=== phy_tx_lane_serializer ===
phy_tx_lane_serializer/wire_density.png
18 x 28 tiles, from white (low) to dark blue (high), scaled to the fullest tile. Values are wire area over tile area, all layers added.
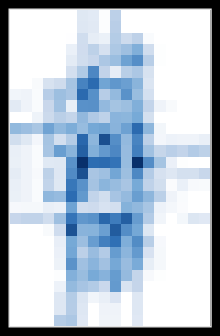

**config.mk**
```make
export PLATFORM = sky130hd
export DESIGN_NAME = phy_tx_lane_serializer
export DESIGN_NICKNAME = d
export VERILOG_FILES = /design/src/rtl/phy_tx_lane_serializer.sv
export SDC_FILE = /design/constraint.sdc
export NUM_CORES = 1
export LEC_CHECK = 0
export ABC_AREA = 1
export CAP_MARGIN = 20
export CORE_ASPECT_RATIO = 1.75
export CORE_MARGIN = 10
export CORE_UTILIZATION = 36
export DETAILED_ROUTE_END_ITERATION = 12
export GPL_TIMING_DRIVEN = 1
export PLACE_DENSITY = 0.63
export SYNTH_ARGS = -nofsm -noshare
export SYNTH_HDL_FRONTEND = slang
export SYNTH_SLANG_ARGS = --single-unit
```
**constraint.sdc**
```tcl
create_clock -name clk_32f -period 2.3 [get_ports clk_32f]
set_input_delay 0.23 -clock clk_32f [delete_from_list [all_inputs] [get_ports clk_32f]]
set_output_delay 0.23 -clock clk_32f [all_outputs]
set_load 0.02 [all_outputs]
```
**src/rtl/phy_tx_lane_serializer.sv**
```systemverilog
// Two-lane byte-striping serializer: 32-bit words go out MSB-first over 16-cycle frames,
// with IDLE_SYM filling empty frames. Define PHY_TX_STATS_EN to add the words_sent counter.
module phy_tx_lane_serializer #(
    parameter logic [7:0]  IDLE_SYM = 8'hBC
`ifdef PHY_TX_STATS_EN
    ,
    parameter int unsigned STATS_W  = 16
`endif
) (
    input  logic        clk_32f,
    input  logic        reset,
    input  logic [31:0] Data_in,
    input  logic        valid_in,
    output logic        ready_out,
    output logic        Data_out_0,
    output logic        Data_out_1,
    output logic        active_out
`ifdef PHY_TX_STATS_EN
    ,
    output logic [STATS_W-1:0] words_sent
`endif
);

    typedef enum logic {StIdle, StData} state_e;

    state_e      state_q;
    logic [3:0]  cnt_q;
    logic [7:0]  shift_0_q;
    logic [7:0]  shift_1_q;
    logic [7:0]  sec_0_q;
    logic [7:0]  sec_1_q;
    logic [31:0] hold_q;
    logic        hold_full_q;
    logic        ready_q;

    logic accept;
    logic boundary;
    logic mid_frame;

    assign accept    = valid_in && ready_q;
    assign boundary  = (cnt_q == 4'hF);
    assign mid_frame = (cnt_q == 4'h7);

    assign ready_out  = ready_q;
    assign Data_out_0 = shift_0_q[7];
    assign Data_out_1 = shift_1_q[7];
    assign active_out = (state_q == StData);

    always_ff @(posedge clk_32f or negedge reset) begin
        if (!reset) begin
            state_q     <= StIdle;
            cnt_q       <= 4'hF;
            shift_0_q   <= 8'h00;
            shift_1_q   <= 8'h00;
            sec_0_q     <= 8'h00;
            sec_1_q     <= 8'h00;
            hold_q      <= 32'h0;
            hold_full_q <= 1'b0;
            ready_q     <= 1'b1;
        end else begin
            cnt_q <= cnt_q + 4'd1;

            // The frame type is only ever decided here, so frames are never partial.
            if (boundary) begin
                if (hold_full_q) begin
                    state_q   <= StData;
                    shift_0_q <= hold_q[31:24];
                    shift_1_q <= hold_q[23:16];
                    sec_0_q   <= hold_q[15:8];
                    sec_1_q   <= hold_q[7:0];
                end else begin
                    state_q   <= StIdle;
                    shift_0_q <= IDLE_SYM;
                    shift_1_q <= IDLE_SYM;
                    sec_0_q   <= IDLE_SYM;
                    sec_1_q   <= IDLE_SYM;
                end
            end else if (mid_frame) begin
                shift_0_q <= sec_0_q;
                shift_1_q <= sec_1_q;
            end else begin
                shift_0_q <= {shift_0_q[6:0], 1'b0};
                shift_1_q <= {shift_1_q[6:0], 1'b0};
            end

            // accept needs an empty holder, so it can never coincide with a transfer.
            if (accept) begin
                hold_q      <= Data_in;
                hold_full_q <= 1'b1;
                ready_q     <= 1'b0;
            end else if (boundary && hold_full_q) begin
                hold_full_q <= 1'b0;
                ready_q     <= 1'b1;
            end
        end
    end

`ifdef PHY_TX_STATS_EN
    logic [STATS_W-1:0] words_sent_q;

    always_ff @(posedge clk_32f or negedge reset) begin
        if (!reset) begin
            words_sent_q <= '0;
        end else if (boundary && hold_full_q) begin
            words_sent_q <= words_sent_q + 1'b1;
        end
    end

    assign words_sent = words_sent_q;
`endif

endmodule
```
=== linear_ccd_timing ===
[src/rtl/linear_ccd_timing.sv]
// Timing generator for a linear CCD: shift-gate pulse, phi/rs/sp readout clocks,
// ADC strobe with effective-pixel qualification, and optional extra integration.
module linear_ccd_timing #(
  parameter int PIXELS      = 5340,
  parameter int DUMMY_LEAD  = 64,
  parameter int DUMMY_TRAIL = 14,
  parameter int PHI_DIV     = 10,
  parameter int SH_WIDTH    = 100,
  parameter int INT_W       = 24
) (
  input  logic             clk,
  input  logic             rst,
  input  logic             start,
  input  logic             cont,
  input  logic [INT_W-1:0] int_time,
  output logic             phi,
  output logic             sh,
  output logic             rs,
  output logic             sp,
  output logic             adc_strobe,
  output logic             pix_valid,
  output logic [15:0]      pix_idx,
  output logic             frame_start,
  output logic             frame_done,
  output logic             busy
);

  localparam int PER = 2 * PHI_DIV;
  localparam int NPER = DUMMY_LEAD + PIXELS + DUMMY_TRAIL;
  localparam int PHW = $clog2(PER);
  localparam int CW = (INT_W > 16) ? INT_W : 16;

  localparam logic [PHW-1:0] PH_LAST   = PHW'(PER - 1);
  localparam logic [PHW-1:0] PH_HALF   = PHW'(PHI_DIV);
  localparam logic [PHW-1:0] PH_QTR    = PHW'(PHI_DIV / 2);
  localparam logic [PHW-1:0] PH_SP_END = PHW'(PHI_DIV + PHI_DIV / 2);
  localparam logic [PHW-1:0] PH_ADC    = PHW'(PHI_DIV + PHI_DIV / 2 - 1);
  localparam logic [CW-1:0]  SH_LAST   = CW'(SH_WIDTH - 1);
  localparam logic [CW-1:0]  PER_LAST  = CW'(NPER - 1);
  localparam logic [CW-1:0]  PIX_LO    = CW'(DUMMY_LEAD);
  localparam logic [CW-1:0]  PIX_HI    = CW'(DUMMY_LEAD + PIXELS);

  typedef enum logic [1:0] {
    S_IDLE,
    S_SH,
    S_READOUT,
    S_INTEGRATE
  } state_t;

  state_t           state_q, state_d;
  logic [PHW-1:0]   ph_q, ph_d;
  logic [CW-1:0]    cnt_q, cnt_d;
  logic [INT_W-1:0] int_lat_q, int_lat_d;
  logic             end_frame;

  logic        phi_q, phi_d;
  logic        sh_q, sh_d;
  logic        rs_q, rs_d;
  logic        sp_q, sp_d;
  logic        adc_q, adc_d;
  logic        pv_q, pv_d;
  logic [15:0] idx_q, idx_d;
  logic        fs_q, fs_d;
  logic        fd_q, fd_d;
  logic        busy_q, busy_d;

  always_comb begin
    state_d   = state_q;
    ph_d      = ph_q;
    cnt_d     = cnt_q;
    int_lat_d = int_lat_q;
    fs_d      = 1'b0;
    fd_d      = 1'b0;
    end_frame = 1'b0;

    // cnt counts sh cycles in S_SH and whole phi periods in READOUT/INTEGRATE
    case (state_q)
      S_IDLE: begin
        if (start) begin
          state_d   = S_SH;
          cnt_d     = '0;
          fs_d      = 1'b1;
          int_lat_d = int_time;
        end
      end
      S_SH: begin
        if (cnt_q == SH_LAST) begin
          state_d = S_READOUT;
          ph_d    = '0;
          cnt_d   = '0;
        end else begin
          cnt_d = cnt_q + 1'b1;
        end
      end
      S_READOUT: begin
        if (ph_q == PH_LAST) begin
          ph_d = '0;
          if (cnt_q == PER_LAST) begin
            fd_d  = 1'b1;
            cnt_d = '0;
            if (int_lat_q != '0) state_d = S_INTEGRATE;
            else end_frame = 1'b1;
          end else begin
            cnt_d = cnt_q + 1'b1;
          end
        end else begin
          ph_d = ph_q + 1'b1;
        end
      end
      S_INTEGRATE: begin
        if (ph_q == PH_LAST) begin
          ph_d = '0;
          if (cnt_q == CW'(int_lat_q) - CW'(1)) end_frame = 1'b1;
          else cnt_d = cnt_q + 1'b1;
        end else begin
          ph_d = ph_q + 1'b1;
        end
      end
      default: state_d = S_IDLE;
    endcase

    if (end_frame) begin
      cnt_d = '0;
      ph_d  = '0;
      if (cont) begin
        state_d   = S_SH;
        fs_d      = 1'b1;
        int_lat_d = int_time;
      end else begin
        state_d = S_IDLE;
      end
    end

    // Outputs are decoded from next-state values so the registered copies line up with state
    sh_d   = (state_d == S_SH);
    phi_d  = sh_d || (((state_d == S_READOUT) || (state_d == S_INTEGRATE)) && (ph_d < PH_HALF));
    rs_d   = (state_d == S_READOUT) && (ph_d < PH_QTR);
    sp_d   = (state_d == S_READOUT) && (ph_d >= PH_HALF) && (ph_d < PH_SP_END);
    adc_d  = (state_d == S_READOUT) && (ph_d == PH_ADC);
    pv_d   = adc_d && (cnt_d >= PIX_LO) && (cnt_d < PIX_HI);
    idx_d  = pv_d ? 16'(cnt_d - PIX_LO) : idx_q;
    busy_d = (state_d != S_IDLE);
  end

  always_ff @(posedge clk) begin
    if (rst) begin
      state_q   <= S_IDLE;
      ph_q      <= '0;
      cnt_q     <= '0;
      int_lat_q <= '0;
      phi_q     <= 1'b0;
      sh_q      <= 1'b0;
      rs_q      <= 1'b0;
      sp_q      <= 1'b0;
      adc_q     <= 1'b0;
      pv_q      <= 1'b0;
      idx_q     <= '0;
      fs_q      <= 1'b0;
      fd_q      <= 1'b0;
      busy_q    <= 1'b0;
    end else begin
      state_q   <= state_d;
      ph_q      <= ph_d;
      cnt_q     <= cnt_d;
      int_lat_q <= int_lat_d;
      phi_q     <= phi_d;
      sh_q      <= sh_d;
      rs_q      <= rs_d;
      sp_q      <= sp_d;
      adc_q     <= adc_d;
      pv_q      <= pv_d;
      idx_q     <= idx_d;
      fs_q      <= fs_d;
      fd_q      <= fd_d;
      busy_q    <= busy_d;
    end
  end

  assign phi         = phi_q;
  assign sh          = sh_q;
  assign rs          = rs_q;
  assign sp          = sp_q;
  assign adc_strobe  = adc_q;
  assign pix_valid   = pv_q;
  assign pix_idx     = idx_q;
  assign frame_start = fs_q;
  assign frame_done  = fd_q;
  assign busy        = busy_q;

endmodule

[config.mk]
export PLATFORM = sky130hd
export DESIGN_NAME = linear_ccd_timing
export DESIGN_NICKNAME = d
export VERILOG_FILES = /design/src/rtl/linear_ccd_timing.sv
export SDC_FILE = /design/constraint.sdc
export NUM_CORES = 1
export LEC_CHECK = 0
export ABC_AREA = 1
export CORE_MARGIN = 3
export CORE_UTILIZATION = 35
export DETAILED_ROUTE_END_ITERATION = 7
export MAX_ROUTING_LAYER = met4
export PLACE_DENSITY = 0.6
export SKIP_CTS_REPAIR_TIMING = 1
export SLEW_MARGIN = 10
export SYNTH_ARGS = -nofsm -noshare
export SYNTH_HDL_FRONTEND = slang
export SYNTH_SLANG_ARGS = --single-unit
[constraint.sdc]
create_clock -name clk -period 6.04 [get_ports clk]
set_clock_uncertainty 0.2 [all_clocks]
set_input_delay 1.812 -clock clk [delete_from_list [all_inputs] [get_ports clk]]
set_output_delay 1.812 -clock clk [all_outputs]
set_load 0.02 [all_outputs]
=== fb_port_arbiter ===
### src/rtl/fb_arb_pkg.sv
// Shared types and default frame geometry for the frame-buffer port arbiter.
package fb_arb_pkg;

  typedef enum logic [1:0] {
    ISSUE_IDLE  = 2'd0,
    ISSUE_READ  = 2'd1,
    ISSUE_WRITE = 2'd2
  } issue_e;

  localparam int H_PIXELS      = 640;
  localparam int V_PIXELS      = 480;
  localparam int FB_NUM_PIXELS = H_PIXELS * V_PIXELS;
  localparam int FB_DATA_W     = 3;

endpackage

### src/rtl/fb_wr_fifo.sv
// Non-fall-through write FIFO; flush empties it and may accept a push in the same cycle.
module fb_wr_fifo #(
  parameter int DATA_W = 3,
  parameter int DEPTH  = 8
) (
  input  logic                     clk_sys,
  input  logic                     rst_n,
  input  logic                     push,
  input  logic                     pop,
  input  logic                     flush,
  input  logic [DATA_W-1:0]        din,
  output logic [DATA_W-1:0]        dout,
  output logic                     full,
  output logic                     empty,
  output logic [$clog2(DEPTH):0]   level
);

  localparam int PTR_W = $clog2(DEPTH);

  logic [DATA_W-1:0] mem_r [DEPTH];
  logic [PTR_W-1:0]  rd_ptr_r;
  logic [PTR_W-1:0]  wr_ptr_r;
  logic [PTR_W:0]    count_r;
  logic              do_push_s;
  logic              do_pop_s;

  assign full      = (count_r == (PTR_W+1)'(DEPTH));
  assign empty     = (count_r == {(PTR_W+1){1'b0}});
  assign level     = count_r;
  assign dout      = mem_r[rd_ptr_r];
  // A flush always makes room for the same-cycle push.
  assign do_push_s = push && (flush || !full);
  assign do_pop_s  = pop && !empty && !flush;

  // pointer and occupancy update
  always_ff @(posedge clk_sys) begin
    if (!rst_n) begin
      rd_ptr_r <= {PTR_W{1'b0}};
      wr_ptr_r <= {PTR_W{1'b0}};
      count_r  <= {(PTR_W+1){1'b0}};
    end else if (flush) begin
      rd_ptr_r <= {PTR_W{1'b0}};
      wr_ptr_r <= do_push_s ? PTR_W'(1) : {PTR_W{1'b0}};
      count_r  <= do_push_s ? (PTR_W+1)'(1) : {(PTR_W+1){1'b0}};
    end else begin
      if (do_push_s) begin
        wr_ptr_r <= wr_ptr_r + PTR_W'(1);
      end
      if (do_pop_s) begin
        rd_ptr_r <= rd_ptr_r + PTR_W'(1);
      end
      case ({do_push_s, do_pop_s})
        2'b10:   count_r <= count_r + (PTR_W+1)'(1);
        2'b01:   count_r <= count_r - (PTR_W+1)'(1);
        default: count_r <= count_r;
      endcase
    end
  end

  // storage write
  always_ff @(posedge clk_sys) begin
    if (do_push_s) begin
      mem_r[flush ? {PTR_W{1'b0}} : wr_ptr_r] <= din;
    end
  end

endmodule

### src/rtl/fb_port_arbiter.sv
// Single-port frame-buffer arbiter: VGA reads always win, UART pixels queue and drain into idle RAM slots.
module fb_port_arbiter
  import fb_arb_pkg::*;
#(
  parameter int ADDR_W      = 19,
  parameter int DATA_W      = FB_DATA_W,
  parameter int NUM_PIXELS  = FB_NUM_PIXELS,
  parameter int FIFO_DEPTH  = 8,
  parameter int RAM_LATENCY = 2,
  parameter int CNT_W       = 16
) (
  input  logic                          clk_sys,
  input  logic                          rst_n,
  input  logic                          wr_valid,
  input  logic [DATA_W-1:0]             wr_data,
  output logic                          wr_ready,
  input  logic                          frame_start,
  input  logic                          rd_req,
  input  logic [ADDR_W-1:0]             rd_addr,
  output logic                          rd_valid,
  output logic [DATA_W-1:0]             rd_data,
  output logic [ADDR_W-1:0]             ram_addr,
  output logic [DATA_W-1:0]             ram_wdata,
  output logic                          ram_we,
  input  logic [DATA_W-1:0]             ram_q,
  output logic                          frame_done,
  output logic [CNT_W-1:0]              overflow_cnt,
  output logic [$clog2(FIFO_DEPTH):0]   fifo_level
);

  issue_e                issue_s;
  logic                  fifo_full_s;
  logic                  fifo_empty_s;
  logic [DATA_W-1:0]     fifo_head_s;
  logic                  push_s;
  logic                  pop_s;
  logic                  drop_s;
  logic                  wptr_last_s;
  logic [ADDR_W-1:0]     wptr_r;
  logic [ADDR_W-1:0]     ram_addr_r;
  logic [DATA_W-1:0]     ram_wdata_r;
  logic                  ram_we_r;
  logic                  ram_re_r;
  logic                  frame_done_r;
  logic [RAM_LATENCY-1:0] rd_pipe_r;
  logic [CNT_W-1:0]      overflow_r;

  // Fullness is judged before any same-cycle pop, so a push into a full FIFO drops.
  assign push_s      = wr_valid && (frame_start || !fifo_full_s);
  assign drop_s      = wr_valid && !frame_start && fifo_full_s;
  assign pop_s       = (issue_s == ISSUE_WRITE);
  assign wptr_last_s = (wptr_r == ADDR_W'(NUM_PIXELS - 1));

  fb_wr_fifo #(
    .DATA_W (DATA_W),
    .DEPTH  (FIFO_DEPTH)
  ) u_wr_fifo (
    .clk_sys (clk_sys),
    .rst_n   (rst_n),
    .push    (push_s),
    .pop     (pop_s),
    .flush   (frame_start),
    .din     (wr_data),
    .dout    (fifo_head_s),
    .full    (fifo_full_s),
    .empty   (fifo_empty_s),
    .level   (fifo_level)
  );

  // per-cycle RAM slot owner
  always_comb begin
    issue_s = ISSUE_IDLE;
    if (rd_req) begin
      issue_s = ISSUE_READ;
    end else if (!fifo_empty_s && !frame_start) begin
      issue_s = ISSUE_WRITE;
    end else begin
      issue_s = ISSUE_IDLE;
    end
  end

  // RAM command register; ram_addr and ram_wdata hold while idle
  always_ff @(posedge clk_sys) begin
    if (!rst_n) begin
      ram_addr_r   <= {ADDR_W{1'b0}};
      ram_wdata_r  <= {DATA_W{1'b0}};
      ram_we_r     <= 1'b0;
      ram_re_r     <= 1'b0;
      frame_done_r <= 1'b0;
    end else begin
      case (issue_s)
        ISSUE_READ: begin
          ram_addr_r   <= rd_addr;
          ram_we_r     <= 1'b0;
          ram_re_r     <= 1'b1;
          frame_done_r <= 1'b0;
        end
        ISSUE_WRITE: begin
          ram_addr_r   <= wptr_r;
          ram_wdata_r  <= fifo_head_s;
          ram_we_r     <= 1'b1;
          ram_re_r     <= 1'b0;
          frame_done_r <= wptr_last_s;
        end
        default: begin
          ram_we_r     <= 1'b0;
          ram_re_r     <= 1'b0;
          frame_done_r <= 1'b0;
        end
      endcase
    end
  end

  // write pointer with frame wrap
  always_ff @(posedge clk_sys) begin
    if (!rst_n) begin
      wptr_r <= {ADDR_W{1'b0}};
    end else if (frame_start) begin
      wptr_r <= {ADDR_W{1'b0}};
    end else if (issue_s == ISSUE_WRITE) begin
      wptr_r <= wptr_last_s ? {ADDR_W{1'b0}} : wptr_r + ADDR_W'(1);
    end else begin
      wptr_r <= wptr_r;
    end
  end

  // read-valid shift register tracking the RAM pipeline
  always_ff @(posedge clk_sys) begin
    if (!rst_n) begin
      rd_pipe_r <= {RAM_LATENCY{1'b0}};
    end else begin
      rd_pipe_r[0] <= ram_re_r;
      for (int i = 1; i < RAM_LATENCY; i++) begin
        rd_pipe_r[i] <= rd_pipe_r[i-1];
      end
    end
  end

  // saturating dropped-pixel counter, cleared only by reset
  always_ff @(posedge clk_sys) begin
    if (!rst_n) begin
      overflow_r <= {CNT_W{1'b0}};
    end else if (drop_s && (overflow_r != {CNT_W{1'b1}})) begin
      overflow_r <= overflow_r + CNT_W'(1);
    end else begin
      overflow_r <= overflow_r;
    end
  end

  assign ram_addr     = ram_addr_r;
  assign ram_wdata    = ram_wdata_r;
  assign ram_we       = ram_we_r;
  assign frame_done   = frame_done_r;
  assign overflow_cnt = overflow_r;
  assign wr_ready     = !fifo_full_s;
  assign rd_valid     = rd_pipe_r[RAM_LATENCY-1];
  // ram_q is already the registered macro output; gate it so rd_data is 0 when not valid.
  assign rd_data      = rd_valid ? ram_q : {DATA_W{1'b0}};

endmodule
### config.mk
export PLATFORM = sky130hd
export DESIGN_NAME = fb_port_arbiter
export DESIGN_NICKNAME = d
export VERILOG_FILES = /design/src/rtl/fb_arb_pkg.sv /design/src/rtl/fb_wr_fifo.sv /design/src/rtl/fb_port_arbiter.sv
export SDC_FILE = /design/constraint.sdc
export NUM_CORES = 1
export LEC_CHECK = 0
export CAP_MARGIN = 20
export CORE_MARGIN = 5
export CORE_UTILIZATION = 50
export DETAILED_ROUTE_END_ITERATION = 7
export PLACE_DENSITY_LB_ADDON = 0.12
export SETUP_SLACK_MARGIN = 0.3
export SLEW_MARGIN = 0
export SYNTH_ARGS = -nofsm -noshare
export SYNTH_HDL_FRONTEND = slang
export SYNTH_HIERARCHICAL = 1
export SYNTH_SLANG_ARGS = --single-unit
### constraint.sdc
create_clock -name clk_sys -period 3.48 [get_ports clk_sys]
set_input_delay 0.696 -clock clk_sys [delete_from_list [all_inputs] [get_ports clk_sys]]
set_output_delay 0.696 -clock clk_sys [all_outputs]
set_load 0.01 [all_outputs]
=== emg_request_arbiter ===
`config.mk`:
```
export PLATFORM = sky130hd
export DESIGN_NAME = emg_request_arbiter
export DESIGN_NICKNAME = d
export VERILOG_FILES = /design/src/rtl/emg_request_arbiter.sv
export SDC_FILE = /design/constraint.sdc
export NUM_CORES = 1
export LEC_CHECK = 0
export CAP_MARGIN = 20
export CORE_MARGIN = 2
export CORE_UTILIZATION = 50
export CTS_CLUSTER_SIZE = 24
export DETAILED_ROUTE_END_ITERATION = 8
export PLACE_DENSITY = 0.67
export SYNTH_ARGS = -nofsm -noshare
export SYNTH_HDL_FRONTEND = slang
export SYNTH_SLANG_ARGS = --single-unit
```
`constraint.sdc`:
```
create_clock -name clk -period 6.9 [get_ports clk]
set_input_delay 2.07 -clock clk [delete_from_list [all_inputs] [get_ports clk]]
set_output_delay 2.07 -clock clk [all_outputs]
set_load 0.02 [all_outputs]
```
`src/rtl/emg_request_arbiter.sv`:
```
// Emergency-vehicle request arbiter: round-robin over N/E/S/W requests, with an all-red clearance before each grant and min/max grant hold.
// Optional EMG_SAME_AXIS_SKIP_EN: skip clearance when the next winner shares the axis of a grant that ended one cycle earlier.
module emg_request_arbiter #(
    parameter int unsigned CNT_W     = 24,
    parameter int unsigned CLEAR_CYC = 1000000,
    parameter int unsigned MIN_HOLD  = 2000000,
    parameter int unsigned MAX_HOLD  = 10000000
) (
    input  logic       clk,
    input  logic       reset,
    input  logic [3:0] req,
    output logic       emergency,
    output logic [1:0] emg_dir,
    output logic       all_red,
    output logic [3:0] grant,
    output logic       timeout
);

    typedef enum logic [1:0] {
        IDLE  = 2'd0,
        CLEAR = 2'd1,
        GRANT = 2'd2
    } state_t;

    localparam logic [CNT_W-1:0] CLEAR_LAST = CNT_W'(CLEAR_CYC - 1);
    localparam logic [CNT_W-1:0] MIN_LAST   = CNT_W'(MIN_HOLD - 1);
    localparam logic [CNT_W-1:0] MAX_LAST   = CNT_W'(MAX_HOLD - 1);

    state_t           state_q, state_d;
    logic [CNT_W-1:0] timer_q, timer_d;
    logic [3:0]       req_q;
    logic [1:0]       rr_ptr_q, rr_ptr_d;
    logic [1:0]       win_dir_q, win_dir_d;
    logic             timeout_d;

    logic             emergency_q, all_red_q, timeout_q;
    logic [1:0]       emg_dir_q;
    logic [3:0]       grant_q;

    logic             win_found;
    logic [1:0]       win_idx;
    logic [1:0]       cand;
    logic             skip_clear;

`ifdef EMG_SAME_AXIS_SKIP_EN
    logic             just_ended_q, just_ended_d;
    logic             last_axis_q;

    assign skip_clear = just_ended_q && (win_idx[0] == last_axis_q);
`else
    assign skip_clear = 1'b0;
`endif

    // Round-robin search starting at rr_ptr_q, wrapping mod 4.
    always_comb begin
        win_found = 1'b0;
        win_idx   = '0;
        cand      = '0;
        for (int unsigned i = 0; i < 4; i++) begin
            cand = rr_ptr_q + 2'(i);
            if (!win_found && req_q[cand]) begin
                win_found = 1'b1;
                win_idx   = cand;
            end
        end
    end

    always_comb begin
        state_d   = state_q;
        timer_d   = timer_q + 1'b1;
        win_dir_d = win_dir_q;
        rr_ptr_d  = rr_ptr_q;
        timeout_d = 1'b0;
`ifdef EMG_SAME_AXIS_SKIP_EN
        just_ended_d = 1'b0;
`endif
        case (state_q)
            IDLE: begin
                timer_d = '0;
                if (win_found) begin
                    win_dir_d = win_idx;
                    state_d   = skip_clear ? GRANT : CLEAR;
                end
            end
            CLEAR: begin
                if (!req_q[win_dir_q]) begin
                    state_d = IDLE;
                    timer_d = '0;
                end else if (timer_q == CLEAR_LAST) begin
                    state_d = GRANT;
                    timer_d = '0;
                end
            end
            GRANT: begin
                // MAX_HOLD wins when both exit conditions coincide, so timeout still pulses.
                if ((timer_q == MAX_LAST) || ((timer_q >= MIN_LAST) && !req_q[win_dir_q])) begin
                    state_d   = IDLE;
                    timer_d   = '0;
                    rr_ptr_d  = win_dir_q + 2'd1;
                    timeout_d = (timer_q == MAX_LAST);
`ifdef EMG_SAME_AXIS_SKIP_EN
                    just_ended_d = 1'b1;
`endif
                end
            end
            default: begin
                state_d = IDLE;
                timer_d = '0;
            end
        endcase
    end

    // Outputs are registered from the next-state values so they line up with state_q.
    always_ff @(posedge clk or posedge reset) begin
        if (reset) begin
            state_q     <= IDLE;
            timer_q     <= '0;
            req_q       <= '0;
            rr_ptr_q    <= '0;
            win_dir_q   <= '0;
            emergency_q <= 1'b0;
            all_red_q   <= 1'b0;
            emg_dir_q   <= '0;
            grant_q     <= '0;
            timeout_q   <= 1'b0;
`ifdef EMG_SAME_AXIS_SKIP_EN
            just_ended_q <= 1'b0;
            last_axis_q  <= 1'b0;
`endif
        end else begin
            state_q     <= state_d;
            timer_q     <= timer_d;
            req_q       <= req;
            rr_ptr_q    <= rr_ptr_d;
            win_dir_q   <= win_dir_d;
            emergency_q <= (state_d == GRANT);
            all_red_q   <= (state_d == CLEAR);
            emg_dir_q   <= (state_d == GRANT) ? win_dir_d : 2'd0;
            grant_q     <= (state_d == GRANT) ? (4'b0001 << win_dir_d) : 4'b0000;
            timeout_q   <= timeout_d;
`ifdef EMG_SAME_AXIS_SKIP_EN
            just_ended_q <= just_ended_d;
            if (just_ended_d) begin
                last_axis_q <= win_dir_q[0];
            end
`endif
        end
    end

    assign emergency = emergency_q;
    assign all_red   = all_red_q;
    assign emg_dir   = emg_dir_q;
    assign grant     = grant_q;
    assign timeout   = timeout_q;

endmodule

```

==> screenshots <==
Close-up of the layout.
(a)
The bar under the picture is 5 um long. Region (56, 94) to (76, 114) um. Cells in gray, sequential cells in the stronger gray; small squares are vias.
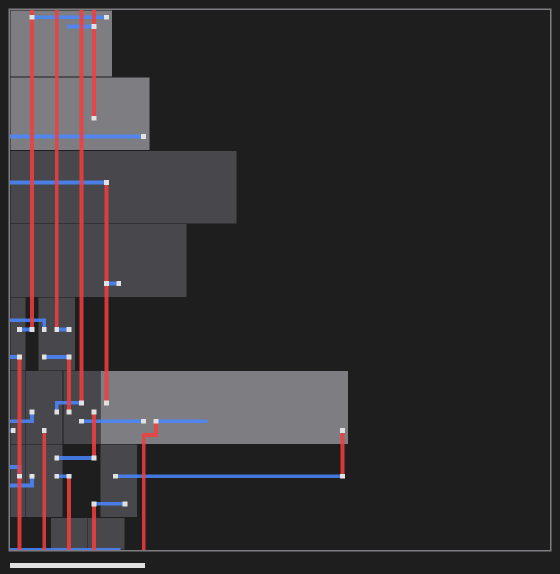
(b)
The bar under the picture is 5 um long. Region (43, 43) to (63, 63) um. Cells in gray, sequential cells in the stronger gray; small squares are vias.
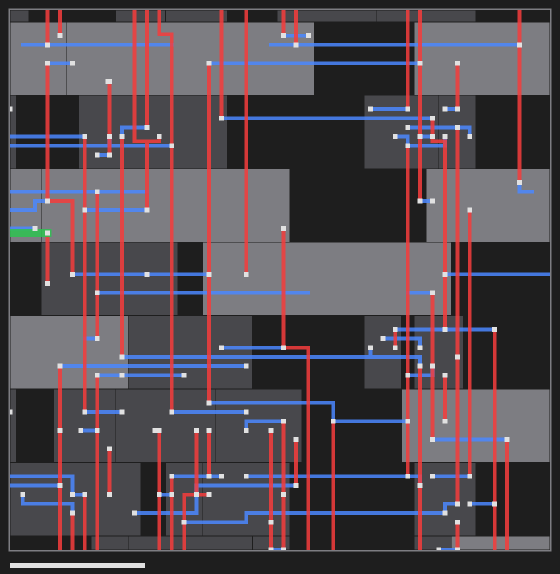
(c)
The bar under the picture is 5 um long. Region (70, 70) to (90, 90) um. Cells in gray, sequential cells in the stronger gray; small squares are vias.
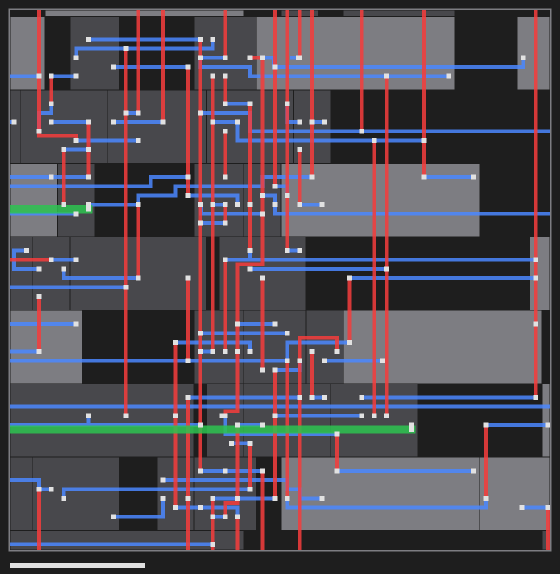
(d)
The bar under the picture is 5 um long. Region (98, 98) to (118, 118) um. Cells in gray, sequential cells in the stronger gray; small squares are vias.
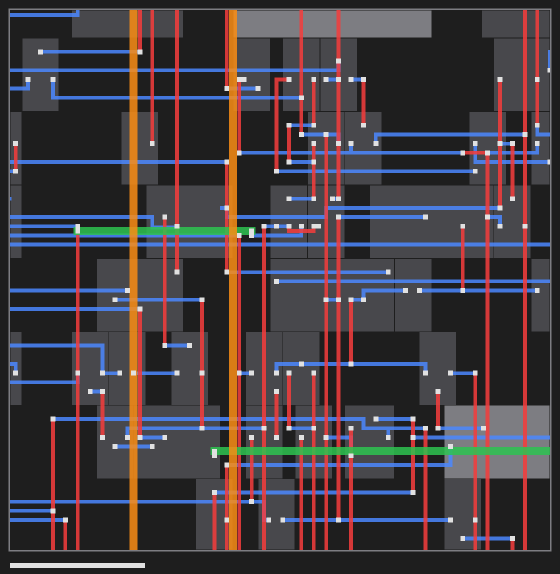
Of these, smallest die: (b)
(d): linear_ccd_timing
(b): emg_request_arbiter
(a): phy_tx_lane_serializer
(c): fb_port_arbiter

Key to (d):
orange -> met4
green -> met3
red -> met2
blue -> met1
cells with their middle in the window = 33
netlist names of flops here include = `cnt_q` (1)
most frequent = nand2_1 (10), nor2_1 (8), inv_1 (5)
sequential cells in the window = 1

linear_ccd_timing/final_congestion.png
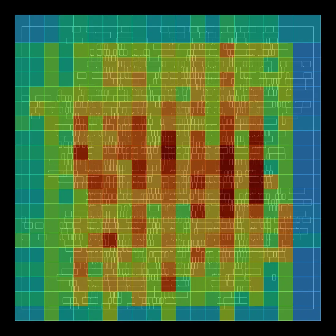
fin util: 41.2%
routing usage on met3: 2.41%

==> results.toml, linear_ccd_timing <==
# flow metrics
[cts]
numCtsBuffers = 9
root_buffer = "clkbuf_16"
clk_latency_ns = 0.36
clk_pin_slew_ns = 0.07

[setup_path]
rrSetupSlack_ns = 1.52
path_max_fanout = 14
max_stage_delay_ns = 0.59
crit_arrival_ns = 4.61
crit_top_cell = "nand2_1"
required_ns = 6.13
path_class = "flip-flop to flip-flop"

[logic_synthesis]
area_leaders = "dfxtp_1 (24%), nand2_1 (17%), nor2_1 (12%)"
yosysWarnings = 0
top_cell_area_share_pct = 24.0
ys.flops = 80
ys_types = 43
yosys.area.top_type = "dfxtp_1"
yosys_area_um2 = 6680

[floorplan]
core_util_floorplan_pct = 36.4
num_rows = 49
coreArea_um2 = 18300

[final_layout]
seq-cell-share_pct = 21.2
diodes = 0
clkbuf_count = 12
register_area_um2 = 1600
nets = 1189
final_common_cell = "nand2_1"
layout_top_cells = "nand2_1 (294), nor2_1 (211), inv_1 (119)"
final-clk-cell-share_pct = 3.64
fin_area_um2 = 7560
ff_count = 80

[placement]
place_congestion = 0.979
port-buffer-count = 52

[detailed_routing]
ant_nets = 0
wire_per_inst_um = 15.0
highest_layer = "met4"
dr_wl_met2_mm = 9.01
wl_met3_mm = 1.11
vias = 7080

[outcome]
status = "completed"

[final_timing]
fin_ws_ns = 1.52
min_period_ns = 4.52
fmax_mhz = 221
slew_headroom_pct = 42.0
grt_setup_unrepaired = "no"

[power]
total_power_mw = 1.59
max-vdd-ir-drop_mv = 0.116

[grt]
overflow = 0
antenna_found_initial = 0
grt_start_max_net_pins = 40

[run]
warnings = 28

[min_path]
hold_path_class = "flip-flop to flip-flop"
==> linear_ccd_timing: final timing paths <==
| path | startpoint | to | cells past startpoint |
|---|---|---|---|
| worst max register to register | int_lat_q[0]$_SDFF_PP0_ | pix_idx[13]$_SDFFE_PP0P_ | 25 |
| worst min-delay path | pix_idx[8]$_SDFFE_PP0P_ | pix_idx[8]$_SDFFE_PP0P_ | 2 |
| worst max-delay path | int_lat_q[0]$_SDFF_PP0_ | pix_idx[13]$_SDFFE_PP0P_ | 25 |
| worst min register to register | pix_idx[8]$_SDFFE_PP0P_ | pix_idx[8]$_SDFFE_PP0P_ | 2 |
==> linear_ccd_timing: Yosys cell counts, drive strengths merged (4+ instances only) <==
library cell    n
ha              6
dfxtp          80
nand2         333
clkbuf         22
o21ai          39
nor4            8
o31ai           8
inv           123
or2             4
nand4          18
nor2          233
xnor2           6
xor2           30
nor3           15
nand3          94
buf            21
o21bai         11
o211ai          6
a211oi          9
a21oi          50
==> linear_ccd_timing: power by group <==
part,total [mW],switching [mW],internal (mW)
sequential,0.598,0.0437,0.554
combinational,0.458,0.301,0.156
clock,0.534,0.242,0.291
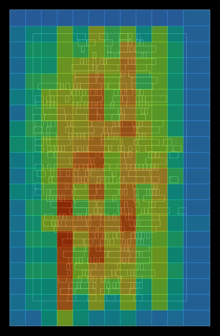
phy_tx_lane_serializer/final_congestion.png
fin util: 46.5%
WL/cell: 12.9 um

About phy_tx_lane_serializer/wire_density.png:
tiles over half the peak = 14%
fullest tile = 0.39
densest ninth of the die = middle
nearly empty tiles = 38%
All-Layer GR Usage: 10.8%
final WL: 5.99 mm

==> results.toml, phy_tx_lane_serializer <==
# flow metrics
[power]
power-per-cell-area_nw_per_um2 = 1160
sw_frac_of_total_pct = 28.3
powerSeq_mw = 1.99
p_int_mw = 3.03
p_clk_mw = 1.40

[floorplan]
die_x_um = 87.6
ioPinCount = 39

[cts]
numCtsBuffers = 9
clock-sinks = 71
clk_latency_ns = 0.33

[detailed_routing]
highest_layer = "met4"
ant_nets = 0
met1Wirelength_mm = 2.60

[logic_synthesis]
ys.flops = 71
top_cell_area_share_pct = 57.4
yosys_area_um2 = 2880
synthMostInstantiatedCell = "nand2_1"
top_cells_by_count = "nand2_1 (150), dfrtp_1 (66), inv_1 (26)"
ys_types = 18

[final_layout]
fin_area_um2 = 3650
buf_share_pct = 11.9
layout.non_clock_buffers = 44
clkbuf_count = 13
drive_gt1_share_pct = 7.73
seq-cell-share_pct = 48.8

[grt]
antenna_found_initial = 0
met3_usage_pct = 3.59
use_met1_pct = 12.2

[final_timing]
period_used_pct = 78.9
hold_viol = 0
hold_ws_ns = 0.408

[setup_path]
worst-path-buf-inv = 1
crit_family = "simple AND/OR/NAND/NOR gates"
slowest_stage = "dfstp_2"

[placement]
dp_slack_ns = 0.504

[run]
cap_violations = 0

[outcome]
status = "completed"
## phy_tx_lane_serializer: kinds of logic (layout without fill, tap and decap cells)
| kind of cell | count (synthesis) | count (layout) | share of synthesized area (%) |
|---|---|---|---|
| AND-OR/OR-AND | 24 | 24 | 4.18 |
| AND/OR/NAND/NOR | 190 | 190 | 26.4 |
| buffers and inverters | 41 | 87 | 6.40 |
| XOR/XNOR | 2 | 2 | 0.609 |
| flip-flops | 71 | 71 | 62.0 |
| adder cells (fa/ha/maj) | 1 | 1 | 0.435 |
## phy_tx_lane_serializer: worst max-delay path by stage
stage | end | cells past startpoint
floorplan | shift_0_q[2]$_DFF_PN0_ | 7
finish | shift_1_q[6]$_DFF_PN0_ | 6
global route | sec_0_q[2]$_DFFE_PN0N_ | 6
global placement | sec_0_q[2]$_DFFE_PN0N_ | 6
CTS | sec_0_q[2]$_DFFE_PN0N_ | 6
detailed placement | sec_0_q[2]$_DFFE_PN0N_ | 6
## phy_tx_lane_serializer: registers in the layout, indices dropped and copies added, names as in the netlist
name,flops
hold_q,32
sec_0_q,8
sec_1_q,8
shift_0_q,8
shift_1_q,8
cnt_q,4
active_out,1
hold_full_q,1
ready_out,1
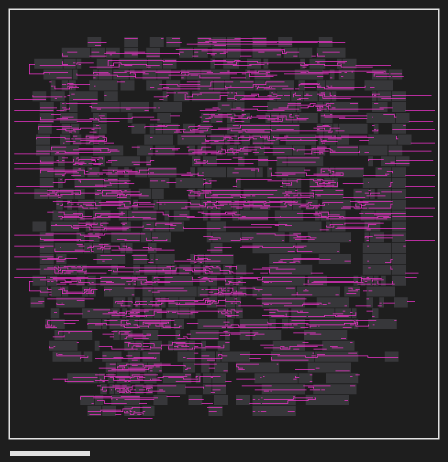
fb_port_arbiter/met1.png
The bar under the picture is 20 um long.
nets with wire on the layer = 537
longest straight run = 35.4 um
main direction = horizontal
Vias: 3738
grt met1 use: 27.1%

==> results.toml, fb_port_arbiter <==
# flow metrics
[logic_synthesis]
area_leaders = "dfxtp_1 (32%), edfxtp_1 (15%), mux2_2 (5.5%)"
simple_gate_share_pct = 21.1
syn_nets = 495
yosys_area_um2 = 4730
avgSynthCellArea_um2 = 10.3
yosys.area.top_type = "dfxtp_1"
yosysWarnings = 6
async_flop_share_pct = 0
aoi_share_pct = 9.91
top_cells_by_count = "dfxtp_1 (75), nor2_1 (54), mux2i_1 (25)"

[setup_path]
start_kind = "flip-flop"
rrSetupSlack_ns = 0.47
max_stage_delay_ns = 0.57
path_class = "flip-flop to flip-flop"
cp_cell_sequence = "or4_4 -> inv_2 -> or3_4 -> inv_2 -> nor2b_2 -> nand2_1 -> a21oi_2 -> ha_1 -> a31oi_1 -> a2111oi_2 -> mux2_2 -> a21oi_1"
timing.rr.start = "u_wr_fifo/level[0]$_SDFFE_PN0P_"

[final_layout]
syn_to_final_growth_pct = 24.3
nets = 574
nFillCells = 790
fin_cells = 672
regMostFlops = "u_wr_fifo/mem_r"

[floorplan]
coreArea_um2 = 9240
die_area_um2 = 11500
num_rows = 35

[grt]
grt_start_max_net_pins = 40
grt_pass1_vias = 3637

[power]
powerSeq_mw = 1.21
p_switching_uw = 501
power-per-cell-area_nw_per_um2 = 372
p_int_mw = 1.69
pwr-share-comb_pct = 9.1

[cts]
postCtsHoldBufs = 0
clk_latency_ns = 0.35

[final_timing]
finClkSkew_ns = 0.00974
grt_setup_unrepaired = "no"
slew_headroom_pct = 44.2

[outcome]
status = "completed"

[detailed_routing]
drtIter0Drc = 235
drt-pass1-iter-count = 4

[min_path]
hold_path_class = "flip-flop to flip-flop"

[placement]
port-buffer-count = 78
## fb_port_arbiter: path summary, 6_finish.rpt
check | endpoint | cells after the start
hold / removal | rd_pipe_r[0]$_SDFF_PN0_ | 1
setup reg to reg | u_wr_fifo/level[3]$_SDFFE_PN0P_ | 12
hold reg to reg | rd_pipe_r[0]$_SDFF_PN0_ | 1
setup / recovery | u_wr_fifo/level[3]$_SDFFE_PN0P_ | 12
## fb_port_arbiter: final cells by class
type	count	area, um2	area share [%]
multi-input combinational	327	2370	40.3
sequential	99	2230	37.8
timing repair buffer	91	878	14.9
tap	129	161	2.74
clock buffer	11	154	2.61
clock inverter	5	57.6	0.978
inverter	10	37.5	0.638
## fb_port_arbiter: critical path, delay by kind of cell (launching register included)
| family | cells | cell delay (ns) |
|---|---|---|
| and+or+nand+nor | 4 | 0.98 |
| AOI/OAI and AO/OA | 4 | 0.66 |
| DFF | 1 | 0.39 |
| muxes | 1 | 0.37 |
| adders and majority gates | 1 | 0.33 |
| buffers and inverters | 2 | 0.19 |
emg_request_arbiter/wire_density.png
14 x 14 tiles, from white (low) to dark blue (high), scaled to the fullest tile. Values are wire area over tile area, all layers added.
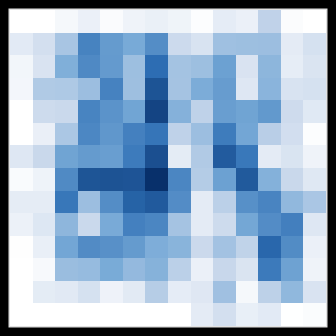
emptiest ninth of the die = bottom left
nearly empty tiles = 10%
fullest tile = 0.37
densest ninth of the die = middle

==> results.toml, emg_request_arbiter <==
# flow metrics
[setup_path]
rrSetupSlack_ns = 3.89
cp_cell_sequence = "clkdlybuf4s50_1"
r2r-end = "timer_q[14]$_DFF_PP0_"
r2r.worst_path.cells = 6
slowest_stage = "clkdlybuf4s50_1"
worst-path-stages = 1
path_class = "flip-flop to output port"

[cts]
cts_tree = "built"
root_buffer = "clkbuf_8"
numCtsBuffers = 5
clk_pin_slew_ns = 0.09
cts_max_path_buffers = 2

[logic_synthesis]
yosys.area.top_type = "dfrtp_1"
aoi_share_pct = 8.37
ys_types = 50
async_flop_share_pct = 100
yosys_area_um2 = 2240
synth_area_um2 = 2240
edf_count = 0
ys_seq_share_pct = 48.0
avgSynthCellArea_um2 = 9.88

[final_layout]
syn_to_final_growth_pct = 12.6
fin_area_um2 = 2530
nFillCells = 393
regMostFlops = "timer_q"
fin_cells = 298

[placement]
port-buffer-count = 14
place_area_um2 = 2430
place_congestion = 0.787

[power]
p_comb_uw = 144
total_power_uw = 598

[detailed_routing]
dr_wl_met2_mm = 2.05
wl_met3_um = 117
met1Wirelength_mm = 1.95
highest_layer = "met4"
wl_mm = 4.16

[outcome]
status = "completed"

[final_timing]
setup_tns_ns = 0
report.final.slew_viol_count = 0
period_used_pct = 47.8
slew_headroom_pct = 35.2
hold_ws_ns = 0.492
finClkSkew_ns = 0.00712

[grt]
grt_busiest_layer = "met2"
use_met1_pct = 23.8
antenna_found_initial = 0
met2_usage_pct = 30.1
grt_start_max_net_pins = 44
## emg_request_arbiter: layout by cell type (no fill, tap or decap), drive strengths merged, types with 2 or more instances in the layout
cell	n
ha	5
nand3	7
nand4	3
or4	4
nor2b	4
nor3b	2
a21oi	5
o31ai	2
xor2	14
dfrtp	43
inv	9
clkbuf	5
nor4b	3
clkinvlp	2
nor4	5
o21ai	6
xnor2	9
and2	2
and3	3
nor2	36
mux2	2
nand2	21
or3	4
clkdlybuf4s50	14
nor3	7
nand2b	6
nand3b	2
mux2i	3
## emg_request_arbiter: cell usage after synthesis (3+ instances only)
master and instances:
dfrtp_1 43, nor2_1 36, nand2_1 21, xor2_1 14, inv_1 9, xnor2_1 9
nand3_1 7, nor3_1 7, nand2b_1 6, ha_1 5, nor4_1 5, a21oi_1 4
nor2b_1 4, o21ai_0 4, or3_1 4, and3_1 3, mux2i_1 3, nand4_1 3
or4_1 3
## emg_request_arbiter: area by class of cell
type	instances	area, um2	share of cell area (%)
flip-flops and latches	43	1080	42.6
well taps	52	65.1	2.58
clock inverters	3	23.8	0.941
clock buffers	5	68.8	2.72
inverters	9	33.8	1.34
multi-input cells	171	1110	44.0
repair buffers	15	148	5.84


==> screenshots <==
Metal layers overlaid.
Plate I
The bar under the picture is 50 um long. Two of the layers only.
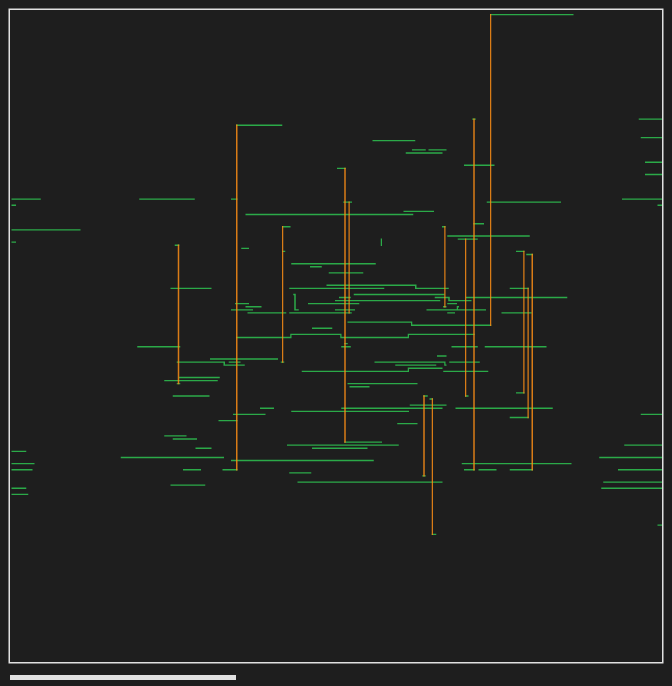
Plate II
The bar under the picture is 20 um long. Two of the layers only.
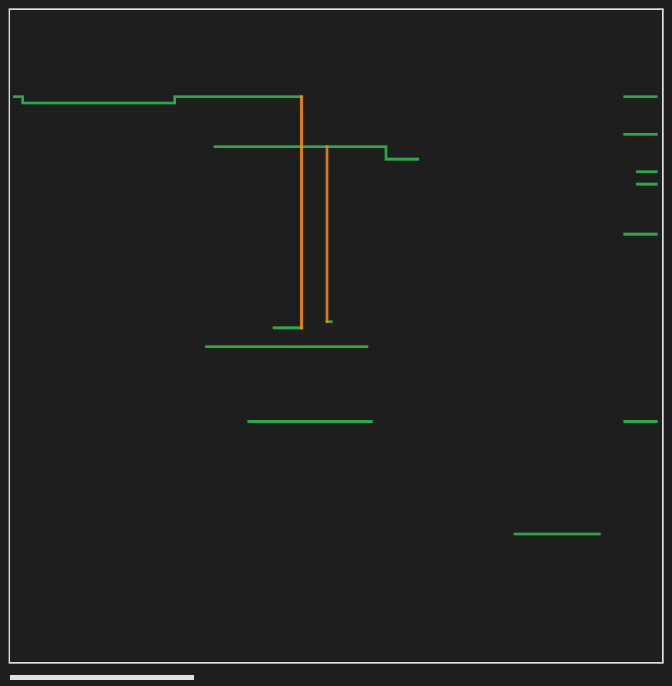
Plate III
The bar under the picture is 20 um long. Two of the layers only.
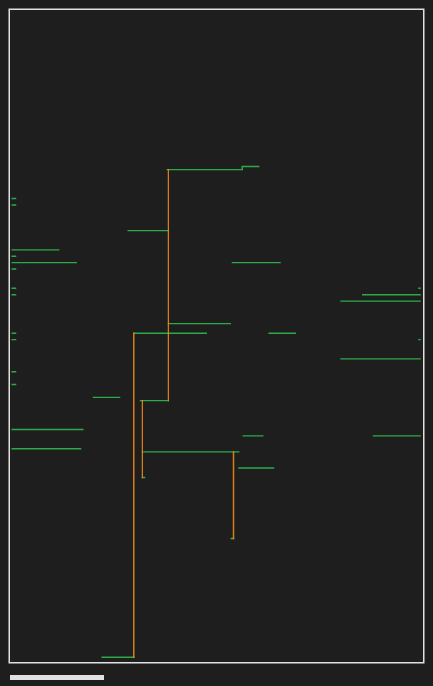
Plate IV
The bar under the picture is 20 um long. Two of the layers only.
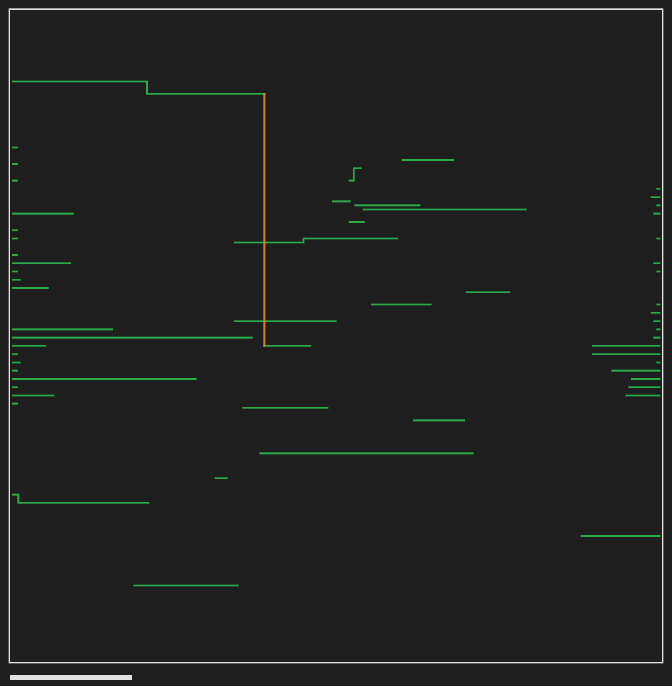
phy_tx_lane_serializer -> Plate III
fb_port_arbiter -> Plate IV
emg_request_arbiter -> Plate II
linear_ccd_timing -> Plate I


## Gallery

M1 wires.
image #1
The bar under the picture is 20 um long.
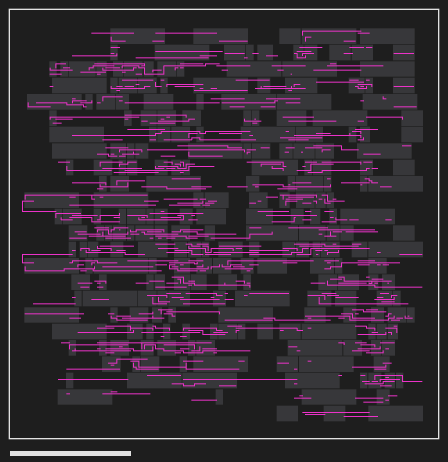
image #2
The bar under the picture is 20 um long.
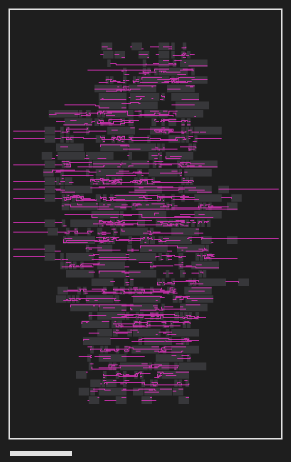
image #3
The bar under the picture is 50 um long.
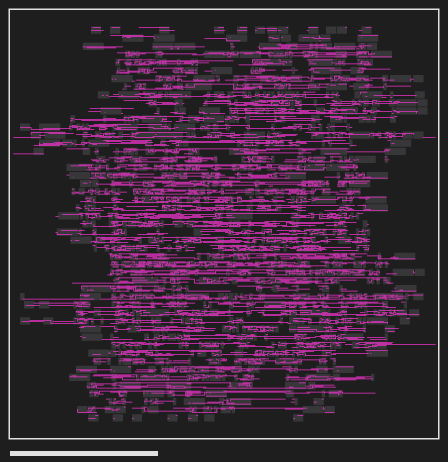
- image #1 = emg_request_arbiter
- image #2 = phy_tx_lane_serializer
- image #3 = linear_ccd_timing
Of these, largest die: image #3

No activity file was given, so power comes from the tool's default toggle rates.
